# ---- design 1 ----
==> design_1/placed.png <==
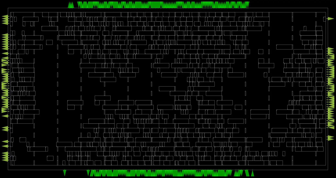

<file path="config.mk">
export PLATFORM = sky130hd
export DESIGN_NAME = pact_lsu_axi_master
export DESIGN_NICKNAME = d
export VERILOG_FILES = /design/src/rtl/pact_lsu_axi_master.sv
export SDC_FILE = /design/constraint.sdc
export NUM_CORES = 1
export LEC_CHECK = 0
export ABC_AREA = 0
export CELL_PAD_IN_SITES_DETAIL_PLACEMENT = 0
export CELL_PAD_IN_SITES_GLOBAL_PLACEMENT = 1
export CORE_ASPECT_RATIO = 0.5
export CORE_UTILIZATION = 29
export DETAILED_ROUTE_END_ITERATION = 7
export HOLD_SLACK_MARGIN = 0.1
export MAX_ROUTING_LAYER = met4
export PLACE_DENSITY = 0.95
export SLEW_MARGIN = 20
export SYNTH_ARGS = -nofsm -noshare
export SYNTH_HDL_FRONTEND = slang
export SYNTH_SLANG_ARGS = --single-unit
</file>
<file path="constraint.sdc">
create_clock -name clk -period 6.42 [get_ports clk]
set_input_delay 1.284 -clock clk [delete_from_list [all_inputs] [get_ports clk]]
set_output_delay 1.284 -clock clk [all_outputs]
set_load 0.02 [all_outputs]
</file>
<file path="src/rtl/pact_lsu_axi_master.sv">
// Single-outstanding bridge from the LSU request/response port to an AXI4 master.
// Each accepted request becomes one single-beat AXI read or write and exactly one LSU response.
module pact_lsu_axi_master #(
  parameter int BW_ADDR       = 32,
  parameter int BW_DATA       = 32,
  parameter int BW_STRB       = BW_DATA / 8,
  parameter int BW_AXI_TID    = 4,
  parameter int AXI_TID       = 0,
  parameter int BW_AXI_ALEN   = 8,
  parameter int BW_AXI_ASIZE  = 3,
  parameter int BW_AXI_ABURST = 2,
  parameter int BW_AXI_BRESP  = 2,
  parameter int BW_AXI_RRESP  = 2
) (
  input  logic                     clk,
  input  logic                     rst,
  input  logic                     req_valid,
  output logic                     req_ready,
  input  logic                     req_write,
  input  logic [BW_ADDR-1:0]       req_addr,
  input  logic [BW_DATA-1:0]       req_wdata,
  input  logic [BW_STRB-1:0]       req_wstrb,
  output logic                     rsp_valid,
  input  logic                     rsp_ready,
  output logic [BW_DATA-1:0]       rsp_rdata,
  output logic                     rsp_error,
  output logic [BW_AXI_TID-1:0]    txawid,
  output logic [BW_AXI_TID-1:0]    txarid,
  output logic [BW_AXI_ALEN-1:0]   txawlen,
  output logic [BW_AXI_ALEN-1:0]   txarlen,
  output logic [BW_AXI_ASIZE-1:0]  txawsize,
  output logic [BW_AXI_ASIZE-1:0]  txarsize,
  output logic [BW_AXI_ABURST-1:0] txawburst,
  output logic [BW_AXI_ABURST-1:0] txarburst,
  output logic [BW_ADDR-1:0]       txawaddr,
  output logic                     txawvalid,
  input  logic                     txawready,
  output logic [BW_AXI_TID-1:0]    txwid,
  output logic [BW_DATA-1:0]       txwdata,
  output logic [BW_STRB-1:0]       txwstrb,
  output logic                     txwlast,
  output logic                     txwvalid,
  input  logic                     txwready,
  input  logic [BW_AXI_BRESP-1:0]  txbresp,
  input  logic                     txbvalid,
  output logic                     txbready,
  output logic [BW_ADDR-1:0]       txaraddr,
  output logic                     txarvalid,
  input  logic                     txarready,
  input  logic [BW_DATA-1:0]       txrdata,
  input  logic [BW_AXI_RRESP-1:0]  txrresp,
  input  logic                     txrlast,
  input  logic                     txrvalid,
  output logic                     txrready
);

  localparam int                 ASIZE      = $clog2(BW_STRB);
  localparam logic [BW_ADDR-1:0] ALIGN_MASK = BW_ADDR'(BW_STRB - 1);

  typedef enum logic [2:0] {
    S_IDLE,
    S_WADDR,
    S_WRESP,
    S_RADDR,
    S_RRESP,
    S_RSPOUT
  } state_e;

  state_e               state_q, state_d;
  logic [BW_ADDR-1:0]   addr_q, addr_d;
  logic [BW_DATA-1:0]   wdata_q, wdata_d;
  logic [BW_STRB-1:0]   wstrb_q, wstrb_d;
  logic [BW_DATA-1:0]   rdata_q, rdata_d;
  logic                 error_q, error_d;
  logic                 aw_done_q, aw_done_d;
  logic                 w_done_q, w_done_d;
  logic                 misaligned;

  assign misaligned = |(req_addr & ALIGN_MASK);

  assign txawid    = BW_AXI_TID'(AXI_TID);
  assign txarid    = BW_AXI_TID'(AXI_TID);
  assign txwid     = BW_AXI_TID'(AXI_TID);
  assign txawlen   = '0;
  assign txarlen   = '0;
  assign txawsize  = BW_AXI_ASIZE'(ASIZE);
  assign txarsize  = BW_AXI_ASIZE'(ASIZE);
  assign txawburst = BW_AXI_ABURST'(1);
  assign txarburst = BW_AXI_ABURST'(1);
  assign txwlast   = 1'b1;
  assign txawaddr  = addr_q;
  assign txaraddr  = addr_q;
  assign txwdata   = wdata_q;
  assign txwstrb   = wstrb_q;
  assign rsp_rdata = rdata_q;
  assign rsp_error = error_q;

  always_ff @(posedge clk or posedge rst) begin
    if (rst) begin
      state_q   <= S_IDLE;
      addr_q    <= '0;
      wdata_q   <= '0;
      wstrb_q   <= '0;
      rdata_q   <= '0;
      error_q   <= 1'b0;
      aw_done_q <= 1'b0;
      w_done_q  <= 1'b0;
    end else begin
      state_q   <= state_d;
      addr_q    <= addr_d;
      wdata_q   <= wdata_d;
      wstrb_q   <= wstrb_d;
      rdata_q   <= rdata_d;
      error_q   <= error_d;
      aw_done_q <= aw_done_d;
      w_done_q  <= w_done_d;
    end
  end

  // AW and W each drop on their own handshake; WRESP is entered once both have completed.
  always_comb begin
    state_d   = state_q;
    addr_d    = addr_q;
    wdata_d   = wdata_q;
    wstrb_d   = wstrb_q;
    rdata_d   = rdata_q;
    error_d   = error_q;
    aw_done_d = aw_done_q;
    w_done_d  = w_done_q;
    req_ready = 1'b0;
    rsp_valid = 1'b0;
    txawvalid = 1'b0;
    txwvalid  = 1'b0;
    txbready  = 1'b0;
    txarvalid = 1'b0;
    txrready  = 1'b0;
    case (state_q)
      S_IDLE: begin
        req_ready = ~rst;
        if (req_valid && req_ready) begin
          addr_d    = req_addr;
          wdata_d   = req_wdata;
          wstrb_d   = req_wstrb;
          aw_done_d = 1'b0;
          w_done_d  = 1'b0;
          if (misaligned) begin
            error_d = 1'b1;
            rdata_d = '0;
            state_d = S_RSPOUT;
          end else if (req_write) begin
            state_d = S_WADDR;
          end else begin
            state_d = S_RADDR;
          end
        end
      end
      S_WADDR: begin
        txawvalid = ~aw_done_q;
        txwvalid  = ~w_done_q;
        aw_done_d = aw_done_q | txawready;
        w_done_d  = w_done_q | txwready;
        if (aw_done_d && w_done_d) state_d = S_WRESP;
      end
      S_WRESP: begin
        txbready = 1'b1;
        if (txbvalid) begin
          error_d = (txbresp != '0);
          rdata_d = '0;
          state_d = S_RSPOUT;
        end
      end
      S_RADDR: begin
        txarvalid = 1'b1;
        if (txarready) state_d = S_RRESP;
      end
      S_RRESP: begin
        txrready = 1'b1;
        if (txrvalid) begin
          rdata_d = txrdata;
          error_d = (txrresp != '0) | ~txrlast;
          state_d = S_RSPOUT;
        end
      end
      S_RSPOUT: begin
        rsp_valid = 1'b1;
        if (rsp_ready) state_d = S_IDLE;
      end
      default: state_d = S_IDLE;
    endcase
  end

endmodule
</file>
# ---- design 2 ----
## config.mk

```make
export PLATFORM = sky130hd
export DESIGN_NAME = nibble_serial_adder
export DESIGN_NICKNAME = d
export VERILOG_FILES = /design/src/rtl/adder_pkg.sv /design/src/rtl/cla4_slice.sv /design/src/rtl/nibble_serial_adder.sv
export SDC_FILE = /design/constraint.sdc
export NUM_CORES = 1
export LEC_CHECK = 0
export CAP_MARGIN = 5
export CORE_UTILIZATION = 62
export DETAILED_ROUTE_END_ITERATION = 8
export DONT_BUFFER_PORTS = 1
export PLACE_DENSITY = 0.74
export SKIP_LAST_GASP = 1
export SYNTH_ARGS = -nofsm -noshare
export SYNTH_HDL_FRONTEND = slang
export SYNTH_SLANG_ARGS = --single-unit
```

## constraint.sdc

```tcl
create_clock -name clk -period 2.1 [get_ports clk]
set_clock_uncertainty 0.1 [all_clocks]
set_input_delay 0.21 -clock clk [delete_from_list [all_inputs] [get_ports clk]]
set_output_delay 0.21 -clock clk [all_outputs]
set_load 0.01 [all_outputs]
```

## src/rtl/adder_pkg.sv

```systemverilog
// Shared definitions for the nibble-serial adder: nibble size, FSM states and
// the counter-width helper.
package adder_pkg;

  localparam int NIBBLE = 4;

  typedef enum logic [1:0] {
    IDLE = 2'd0,
    ADD  = 2'd1,
    DONE = 2'd2
  } state_e;

  // Bits needed to count WIDTH/NIBBLE nibbles, never less than one.
  function automatic int cnt_width(input int width);
    int n_nib;
    n_nib = width / NIBBLE;
    return (n_nib > 1) ? $clog2(n_nib) : 1;
  endfunction

endpackage

```

## src/rtl/cla4_slice.sv

```systemverilog
// Combinational 4-bit carry look-ahead slice: every carry is formed directly
// from generate/propagate terms and ci, with no ripple between bit positions.
module cla4_slice (
  input  logic [3:0] a,
  input  logic [3:0] b,
  input  logic       ci,
  output logic [3:0] s,
  output logic       co
);

  logic [3:0] w_g;
  logic [3:0] w_p;
  logic       w_c1;
  logic       w_c2;
  logic       w_c3;
  logic       w_c4;

  assign w_g = a & b;
  assign w_p = a | b;

  assign w_c1 = w_g[0] | (w_p[0] & ci);
  assign w_c2 = w_g[1] | (w_p[1] & w_g[0]) | (w_p[1] & w_p[0] & ci);
  assign w_c3 = w_g[2] | (w_p[2] & w_g[1]) | (w_p[2] & w_p[1] & w_g[0])
              | (w_p[2] & w_p[1] & w_p[0] & ci);
  assign w_c4 = w_g[3] | (w_p[3] & w_g[2]) | (w_p[3] & w_p[2] & w_g[1])
              | (w_p[3] & w_p[2] & w_p[1] & w_g[0])
              | (w_p[3] & w_p[2] & w_p[1] & w_p[0] & ci);

  assign s  = a ^ b ^ {w_c3, w_c2, w_c1, ci};
  assign co = w_c4;

endmodule

```

## src/rtl/nibble_serial_adder.sv

```systemverilog
// Sequential WIDTH-bit adder: streams one nibble pair per cycle, LSB first,
// through a 4-bit CLA slice and carries between nibbles in a register.
module nibble_serial_adder #(
  parameter int WIDTH = 16
) (
  input  logic             clk,
  input  logic             rst,
  input  logic             in_valid,
  output logic             in_ready,
  input  logic [WIDTH-1:0] a,
  input  logic [WIDTH-1:0] b,
  input  logic             ci,
  output logic             out_valid,
  input  logic             out_ready,
  output logic [WIDTH-1:0] s,
  output logic             co,
  output logic             busy
);

  import adder_pkg::*;

  localparam int               NNIB     = WIDTH / NIBBLE;
  localparam int               CNT_W    = cnt_width(WIDTH);
  localparam logic [CNT_W-1:0] LAST_NIB = CNT_W'(NNIB - 1);

  generate
    if (((WIDTH % NIBBLE) != 0) || (WIDTH < NIBBLE)) begin : g_width_check
      $error("nibble_serial_adder: WIDTH must be a multiple of 4 and at least 4");
    end
  endgenerate

  state_e           r_state;
  logic [WIDTH-1:0] r_a_sh;
  logic [WIDTH-1:0] r_b_sh;
  logic [WIDTH-1:0] r_sum;
  logic             r_carry;
  logic [CNT_W-1:0] r_cnt;
  logic [WIDTH-1:0] r_s;
  logic             r_co;
  logic             r_out_valid;
  logic             r_in_ready;
  logic             r_busy;

  logic [3:0]       w_slice_s;
  logic             w_slice_co;
  logic [WIDTH-1:0] w_sum_next;

  cla4_slice u_cla4_slice (
    .a  (r_a_sh[3:0]),
    .b  (r_b_sh[3:0]),
    .ci (r_carry),
    .s  (w_slice_s),
    .co (w_slice_co)
  );

  // New slice nibble enters at the top so the LSB nibble ends up at bit 0.
  generate
    if (WIDTH == NIBBLE) begin : g_sum_single
      assign w_sum_next = w_slice_s;
    end else begin : g_sum_shift
      assign w_sum_next = {w_slice_s, r_sum[WIDTH-1:NIBBLE]};
    end
  endgenerate

  // Control FSM together with the datapath registers it sequences.
  always_ff @(posedge clk) begin
    if (rst) begin
      r_state     <= IDLE;
      r_a_sh      <= {WIDTH{1'b0}};
      r_b_sh      <= {WIDTH{1'b0}};
      r_sum       <= {WIDTH{1'b0}};
      r_carry     <= 1'b0;
      r_cnt       <= {CNT_W{1'b0}};
      r_s         <= {WIDTH{1'b0}};
      r_co        <= 1'b0;
      r_out_valid <= 1'b0;
      r_in_ready  <= 1'b1;
      r_busy      <= 1'b0;
    end else begin
      case (r_state)
        IDLE: begin
          r_out_valid <= 1'b0;
          if (in_valid) begin
            r_a_sh     <= a;
            r_b_sh     <= b;
            r_carry    <= ci;
            r_cnt      <= {CNT_W{1'b0}};
            r_state    <= ADD;
            r_in_ready <= 1'b0;
            r_busy     <= 1'b1;
          end else begin
            r_in_ready <= 1'b1;
            r_busy     <= 1'b0;
          end
        end
        ADD: begin
          r_sum   <= w_sum_next;
          r_carry <= w_slice_co;
          r_a_sh  <= r_a_sh >> NIBBLE;
          r_b_sh  <= r_b_sh >> NIBBLE;
          // Published result changes only here, on entry to DONE.
          if (r_cnt == LAST_NIB) begin
            r_state     <= DONE;
            r_s         <= w_sum_next;
            r_co        <= w_slice_co;
            r_out_valid <= 1'b1;
            r_cnt       <= {CNT_W{1'b0}};
          end else begin
            r_cnt <= r_cnt + CNT_W'(1);
          end
        end
        DONE: begin
          if (out_ready) begin
            r_state     <= IDLE;
            r_out_valid <= 1'b0;
            r_in_ready  <= 1'b1;
            r_busy      <= 1'b0;
          end else begin
            r_out_valid <= 1'b1;
          end
        end
        default: begin
          r_state     <= IDLE;
          r_cnt       <= {CNT_W{1'b0}};
          r_carry     <= 1'b0;
          r_out_valid <= 1'b0;
          r_in_ready  <= 1'b1;
          r_busy      <= 1'b0;
        end
      endcase
    end
  end

  assign in_ready  = r_in_ready;
  assign out_valid = r_out_valid;
  assign s         = r_s;
  assign co        = r_co;
  assign busy      = r_busy;

endmodule

```

# ---- design 3 ----
`src/rtl/bcd_to_binary_seq_pkg.sv`:
```
// Shared types and constants for the sequential BCD-to-binary decoder.
// State encoding, digit limit and step-counter sizing.
package bcd_to_binary_seq_pkg;

  typedef enum logic [1:0] {
    IDLE,
    SHIFT,
    DONE_ERR
  } state_t;

  localparam logic [3:0] BCD_MAX_DIGIT = 4'd9;

  function automatic int step_w(input int bin_w);
    return (bin_w > 1) ? $clog2(bin_w) : 1;
  endfunction

endpackage

```
`src/rtl/bcd_to_binary_seq_if.sv`:
```
// Start/busy/done handshake bundle for the BCD-to-binary decoder.
// The requester uses master, the decoder uses slave.
interface bcd_to_binary_seq_if #(
  parameter int DIGITS = 2,
  parameter int BIN_W  = 7
);

  logic                  start_pi;
  logic [4*DIGITS-1:0]   bcd_pi;
  logic                  busy_po;
  logic                  done_po;
  logic [BIN_W-1:0]      bin_po;
  logic                  err_po;

  modport master (
    output start_pi,
    output bcd_pi,
    input  busy_po,
    input  done_po,
    input  bin_po,
    input  err_po
  );

  modport slave (
    input  start_pi,
    input  bcd_pi,
    output busy_po,
    output done_po,
    output bin_po,
    output err_po
  );

endinterface

```
`src/rtl/bcd_to_binary_seq_sub3.sv`:
```
// Nibble corrector for reverse double-dabble: subtract 3 from 8 and up.
// Inverse of the add-3 step used on the binary-to-BCD path.
module bcd_sub3 (
  input  logic [3:0] nib,
  output logic [3:0] fixed
);

  // Values 0..4 pass through; 8 and above come back down by 3.
  always_comb begin
    fixed = nib;
    if (nib >= 4'd8) fixed = nib - 4'd3;
  end

endmodule

```
`src/rtl/bcd_to_binary_seq.sv`:
```
// Sequential BCD-to-binary decoder, shift-right / subtract-3 per clock.
// Invalid digits short-circuit to an error result after one cycle.
module bcd_to_binary_seq
  import bcd_to_binary_seq_pkg::*;
#(
  parameter int DIGITS = 2,
  parameter int BIN_W  = 7
) (
  input logic clk_pi,
  input logic rst_n_pi,
  bcd_to_binary_seq_if.slave bus
);

  localparam int SW  = step_w(BIN_W);
  localparam int W_W = 4*DIGITS + BIN_W;

  state_t           state;
  logic [W_W-1:0]   work;
  logic [W_W-1:0]   shifted;
  logic [W_W-1:0]   stepped;
  logic [SW-1:0]    step;
  logic             busy;
  logic             done;
  logic [BIN_W-1:0] bin;
  logic             err;
  logic             bad;

  assign shifted = work >> 1;
  assign stepped[BIN_W-1:0] = shifted[BIN_W-1:0];

  for (genvar g = 0; g < DIGITS; g++) begin : g_fix
    bcd_sub3 u_sub3 (
      .nib   (shifted[BIN_W+4*g +: 4]),
      .fixed (stepped[BIN_W+4*g +: 4])
    );
  end

  // Flag any input nibble above 9.
  always_comb begin
    bad = 1'b0;
    for (int i = 0; i < DIGITS; i++) begin
      if (bus.bcd_pi[4*i +: 4] > BCD_MAX_DIGIT) bad = 1'b1;
    end
  end

  // Control FSM with registered handshake and result outputs.
  always_ff @(posedge clk_pi or negedge rst_n_pi) begin
    if (!rst_n_pi) begin
      state <= IDLE;
      work  <= '0;
      step  <= '0;
      busy  <= 1'b0;
      done  <= 1'b0;
      bin   <= '0;
      err   <= 1'b0;
    end else begin
      done <= 1'b0;
      unique case (state)
        IDLE: begin
          if (bus.start_pi) begin
            busy <= 1'b1;
            if (bad) begin
              state <= DONE_ERR;
            end else begin
              work  <= {bus.bcd_pi, {BIN_W{1'b0}}};
              step  <= '0;
              state <= SHIFT;
            end
          end
        end
        SHIFT: begin
          work <= stepped;
          step <= step + 1'b1;
          if (step == SW'(BIN_W-1)) begin
            bin   <= stepped[BIN_W-1:0];
            err   <= 1'b0;
            done  <= 1'b1;
            busy  <= 1'b0;
            state <= IDLE;
          end
        end
        DONE_ERR: begin
          bin   <= '0;
          err   <= 1'b1;
          done  <= 1'b1;
          busy  <= 1'b0;
          state <= IDLE;
        end
        default: state <= IDLE;
      endcase
    end
  end

  assign bus.busy_po = busy;
  assign bus.done_po = done;
  assign bus.bin_po  = bin;
  assign bus.err_po  = err;

endmodule

```
`src/flat_wrapper.sv`:
```
// flat-port wrapper written by rule: the top's interface ports become plain ports
module bcd_to_binary_seq_flat import bcd_to_binary_seq_pkg::*;
#(
  parameter int DIGITS = 2,
  parameter int BIN_W  = 7
)
  (clk_pi, rst_n_pi, bus_start_pi, bus_bcd_pi, bus_busy_po, bus_done_po, bus_bin_po, bus_err_po);
  bcd_to_binary_seq_if #(.DIGITS(DIGITS), .BIN_W(BIN_W)) bus_i ();
  input logic clk_pi;
  input logic rst_n_pi;
  input wire logic [$bits(bus_i.start_pi)-1:0] bus_start_pi;
  input wire logic [$bits(bus_i.bcd_pi)-1:0] bus_bcd_pi;
  output wire logic [$bits(bus_i.busy_po)-1:0] bus_busy_po;
  output wire logic [$bits(bus_i.done_po)-1:0] bus_done_po;
  output wire logic [$bits(bus_i.bin_po)-1:0] bus_bin_po;
  output wire logic [$bits(bus_i.err_po)-1:0] bus_err_po;
  assign bus_i.start_pi = bus_start_pi;
  assign bus_i.bcd_pi = bus_bcd_pi;
  assign bus_busy_po = bus_i.busy_po;
  assign bus_done_po = bus_i.done_po;
  assign bus_bin_po = bus_i.bin_po;
  assign bus_err_po = bus_i.err_po;
  bcd_to_binary_seq #(.DIGITS(DIGITS), .BIN_W(BIN_W)) u_core (.clk_pi(clk_pi), .rst_n_pi(rst_n_pi), .bus(bus_i));
endmodule
```
`config.mk`:
```
export PLATFORM = sky130hd
export DESIGN_NAME = bcd_to_binary_seq_flat
export DESIGN_NICKNAME = d
export VERILOG_FILES = /design/src/rtl/bcd_to_binary_seq_pkg.sv /design/src/rtl/bcd_to_binary_seq_if.sv /design/src/rtl/bcd_to_binary_seq_sub3.sv /design/src/rtl/bcd_to_binary_seq.sv /design/src/flat_wrapper.sv
export SDC_FILE = /design/constraint.sdc
export NUM_CORES = 1
export LEC_CHECK = 0
export CAP_MARGIN = 40
export CORE_ASPECT_RATIO = 0.9
export CORE_MARGIN = 3
export CORE_UTILIZATION = 50
export CTS_CLUSTER_DIAMETER = 30
export DETAILED_ROUTE_END_ITERATION = 16
export PLACE_DENSITY = 0.77
export SLEW_MARGIN = 5
export SYNTH_ARGS = -nofsm -noshare
export SYNTH_HDL_FRONTEND = slang
export SYNTH_SLANG_ARGS = --single-unit
export TNS_END_PERCENT = 30
```
`constraint.sdc`:
```
create_clock -name clk_pi -period 1.9 [get_ports clk_pi]
set_clock_uncertainty 0.05 [all_clocks]
set_input_delay 0.57 -clock clk_pi [delete_from_list [all_inputs] [get_ports clk_pi]]
set_output_delay 0.57 -clock clk_pi [all_outputs]
set_load 0.005 [all_outputs]
```
==> design_1/layers.png <==
Scale: 2 px per micron. Two of the layers only.
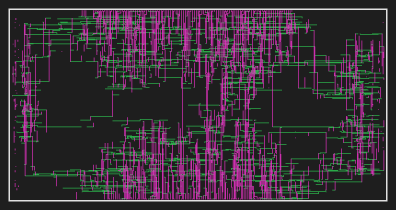
colour	layer	wire length
magenta	M2	7320 microns
green	M1	5380 microns

## Picture notes: design_1/placed.png
Seq/total area: 34.7%
Post-Layout Cell Count: 993
num sequential: 106
Cell Rows: 33
Layout fillers: 1605

==> impl_metrics.json, design 1 <==
{
  "outcome": "complete, no violations",
  "min_from": "txwstrb[1]$_DFFE_PP0P_",
  "tool_warnings": 26,
  "clock_skew_ns": 0.0110,
  "hpwl_mm": 9.83,
  "areaGrowthSynthToFinish_pct": 52.3,
  "min_path_type": "reg -> reg",
  "grt_use_met1_pct": 17.3,
  "ys_cells": 549,
  "drv_slew": 0,
  "cts_buffers": 9,
  "max_cap_violations": 0,
  "cp-startpoint": "rst",
  "drive_above_1_share_pct": 4.31,
  "cp.required_ns": 5.14,
  "clk_latency_ns": 0.35,
  "lay_top_count": "clkdlybuf4s50_1",
  "yosysWarnings": 0,
  "muxShareOfSynthArea_pct": 7.31,
  "firstDrtPassIters": 4
}
design 1: state kept, by name, indices dropped and copies added, names as in the netlist:
name	flops
rsp_rdata	32
txwstrb	4
w_done_q	1
state_q	3
rsp_error	1
txaraddr	32
txwdata	32
aw_done_q	1
design 1: power by group:
| group | switching, mW | total, mW | leakage, nW | internal [mW] |
|---|---|---|---|---|
| combinational | 1.03 | 1.95 | 2.14 | 0.925 |
| sequential | 0.215 | 1.17 | 1.35 | 0.950 |
| clock | 0.263 | 0.581 | 0.147 | 0.318 |
design 1: through the flow:
| step | utilization, % | power, mW |
|---|---|---|
| 6_report | 45.9 | 3.70 |
| 5_1_grt | 45.9 | 3.93 |
| 4_1_cts | 45.9 | 3.76 |
| 3_5_place_dp | 44.0 | 3.16 |
| 3_3_place_gp | 44.0 | 3.11 |
| 2_1_floorplan | - | 2.37 |
design 1: worst register-to-register path, cell delays in order (launching register included):
cell and delay (ns):
dfrtp_1 0.57, a211o_1 0.36, a31o_4 0.23, o211ai_4 0.06, buf_4 0.49, mux2_4 0.38
design 1: per-layer routing:
metal	share of wire, %	vias to the layer above	routed length [microns]
li1	-	1990	-
met1	40	1927	5380
met2	54	116	7320
met3	4.2	18	560
met4	1.4	0	194
met5	0	-	0
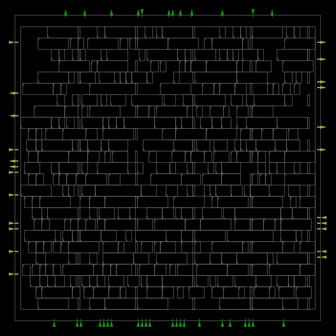
(design_2/placed.png)
Layout fillers: 347
final core occ: 75.9%
num sequential: 69

==> impl_metrics.json, design 2 <==
{
  "hold_depth": 2,
  "crit_top_cell": "inv_1",
  "grt_use_met1_pct": 38.8,
  "synth_flops": 69,
  "grtUsageMet2_pct": 43.0,
  "postSynth.asyncResetShare_pct": 0,
  "cts_root_buf": "clkbuf_8",
  "layout_top_cells": "dfxtp_1 (69), nor2_1 (50), mux2i_1 (34)",
  "fin_cells": 445,
  "logic_family": "simple AND/OR/NAND/NOR gates",
  "muxShareOfSynthArea_pct": 11.1,
  "gr-max-usage-layer": "met2",
  "finalWorstSetupSlack_ns": 0.233,
  "rr_worst_depth": 7,
  "drive_above_1_share_pct": 8.20,
  "reg2reg_from": "r_state[1]$_SDFFE_PP0P_",
  "tool_warnings": 33,
  "grtUsageMet3_pct": 6.17,
  "critPathBufInv": 3,
  "switchingPower_mw": 0.845,
  "place_worst_setup_slack_ns": 0.120,
  "final_area_sq_um": 3660,
  "outcome": "complete, no violations",
  "met2_length_mm": 3.32,
  "hpwl_mm": 4.27,
  "ys_types": 37,
  "fin_crit_sh_pct": 88.9,
  "cts.sinks": 69,
  "synth-edff-count": 0,
  "cts_tree": "done",
  "grt_usage_pct": 28.0,
  "cp_slowest_cell": "dfxtp_1",
  "worstPathCellList": "inv_1, ha_2, inv_1, o21ai_2, buf_12, nor2_1, a211oi_1",
  "path_delay_family": "buffers and inverters",
  "r2r_slack_ns": 0.23,
  "min_from": "a[2]",
  "num_rows": 25,
  "via_count": 2613,
  "end_kind": "register",
  "cts_buffer_depth": 2,
  "die_w_microns": 73.5,
  "worst_hold_slack_ns": 0.00549,
  "firstDrtPassIters": 4
}
design 2: power by group through the flow:
stage | sequential, mW | clock [mW] | combinational [mW]
2_1_floorplan | 1.46 | 0 | 0.359
3_3_place_gp | 1.48 | 0 | 0.408
3_5_place_dp | 1.48 | 0 | 0.415
4_1_cts | 1.45 | 1.43 | 0.468
5_1_grt | 1.46 | 1.49 | 0.525
6_report | 1.45 | 1.42 | 0.476
design 2: layout make-up:
class | instances | area (sq um)
multi-input cells | 256 | 1620
well taps | 67 | 83.8
clock buffers | 9 | 124
clock inverters | 7 | 138
repair buffers | 23 | 253
fillers | 347 | 1160
flip-flops and latches | 69 | 1380
inverters | 14 | 52.6
design 2: worst reg2reg max path, delay by kind of cell (launching register included):
family | cells | cell delay, ns
AND-OR/OR-AND | 2 | 0.48
adder cells (fa/ha/maj) | 1 | 0.28
buffers and inverters | 3 | 0.52
flip-flops | 1 | 0.32
AND/OR/NAND/NOR | 1 | 0.08
design 2: state kept, by name, indices dropped and copies added (netlist names):
register,cells
r_sum,12
in_ready,1
busy,1
s,16
r_carry,1
r_cnt,2
r_a_sh,16
r_state,2
out_valid,1
co,1
r_b_sh,16
==> design_3/closeup.png <==
Region (14, 11) to (54, 51) microns. Cells in grey, sequential cells in the stronger grey; small squares are vias.
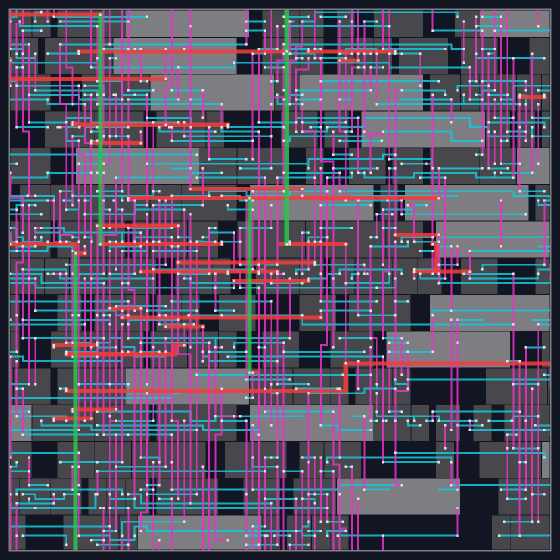
colour	layer
red	M3
green	M4
magenta	M2
cyan	M1
most frequent	buf_4 (19), dfrtp_1 (16)
netlist names of flops here include	u_core.work (8), u_core.bus.bin_po (3), u_core.step (3)
cells with their middle in the window	149
sequential cells in the window	16

==> impl_metrics.json, design 3 <==
{
  "fp_util_pct": 53.6,
  "finalCoreUtilization_pct": 69.9,
  "layout_top_cells": "dfrtp_1 (29), buf_4 (23), clkdlybuf4s50_1 (18)",
  "outcome": "complete, no violations",
  "postCtsSetupRepairBufs": 0,
  "worst_hold_slack_ns": 0.463,
  "slew_headroom_pct": 72.3,
  "grt_pass1_wl_mm": 6.89,
  "period_needed_ns": 1.89,
  "synth_flops": 29,
  "finalWorstSetupSlack_ns": 0.00781,
  "powerDensity_nw_per_um2": 1390,
  "gr-max-usage-layer": "met2",
  "grt-ovfl-total": 0,
  "nets": 236,
  "logic_family": "AND-OR/OR-AND gates",
  "netlist_instances": 176,
  "grtUsageMet2_pct": 39.2,
  "portBuffers": 20,
  "grt_pass1_vias": 1498
}
## design 3: path summary, 6_finish.rpt
check                                              endpoint                        startpoint  depth (start not counted)
setup / recovery                 u_core.work[9]$_DFFE_PN0P_                     bus_bcd_pi[5]                          5
hold reg to reg            u_core.bus.bin_po[4]$_DFFE_PN0P_  u_core.bus.bin_po[4]$_DFFE_PN0P_                          2
min in group asynchronous    u_core.bus.busy_po$_DFFE_PN0P_                          rst_n_pi                          2
max in group asynchronous       u_core.work[12]$_DFFE_PN0P_                          rst_n_pi                          2
hold / removal             u_core.bus.bin_po[4]$_DFFE_PN0P_  u_core.bus.bin_po[4]$_DFFE_PN0P_                          2
setup reg to reg                 u_core.step[2]$_DFFE_PN0P_       u_core.state[0]$_DFFE_PN0P_                          7
## design 3: worst max-delay path: stages
cell and delay (ns):
clkdlybuf4s50_1 0.46, o21ai_4 0.24, and3_4 0.26, mux2_4 0.31, a211oi_2 0.21
## design 3: flip-flops by register name, indices dropped and copies added, names as in the netlist
name / count
u_core.bus.done_po: 1
u_core.bus.busy_po: 1
u_core.bus.bin_po: 7
u_core.state: 2
u_core.bus.err_po: 1
u_core.step: 3
u_core.work: 14


==> screenshots <==
Pin placement.
picture 1
Scale: 6 px per micron. Pins as bars across the die edge, other pins in grey.
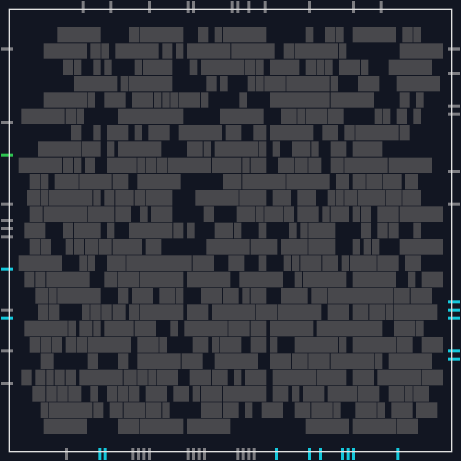
picture 2
Scale: 3 px per micron. Pins as bars across the die edge, other pins in grey.
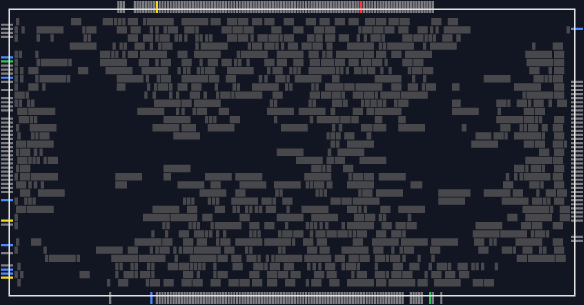
picture 3
Scale: 8 px per micron. Pins as bars across the die edge, other pins in grey.
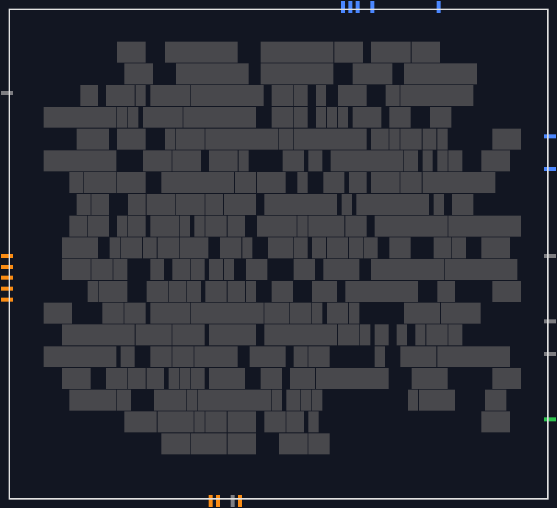
- picture 1 = design 2
- picture 2 = design 1
- picture 3 = design 3

Key to picture 3:
colour	port	pins	direction	edge
blue	bus_bin_po	7	output	5 north, 2 east
orange	bus_bcd_pi	8	input	5 west, 3 south
green	rst_n_pi	1	input	east
all pins by edge	6 west, 6 east, 5 north, 4 south

Power figures rest on the tool's default switching activity, not on a simulated workload.
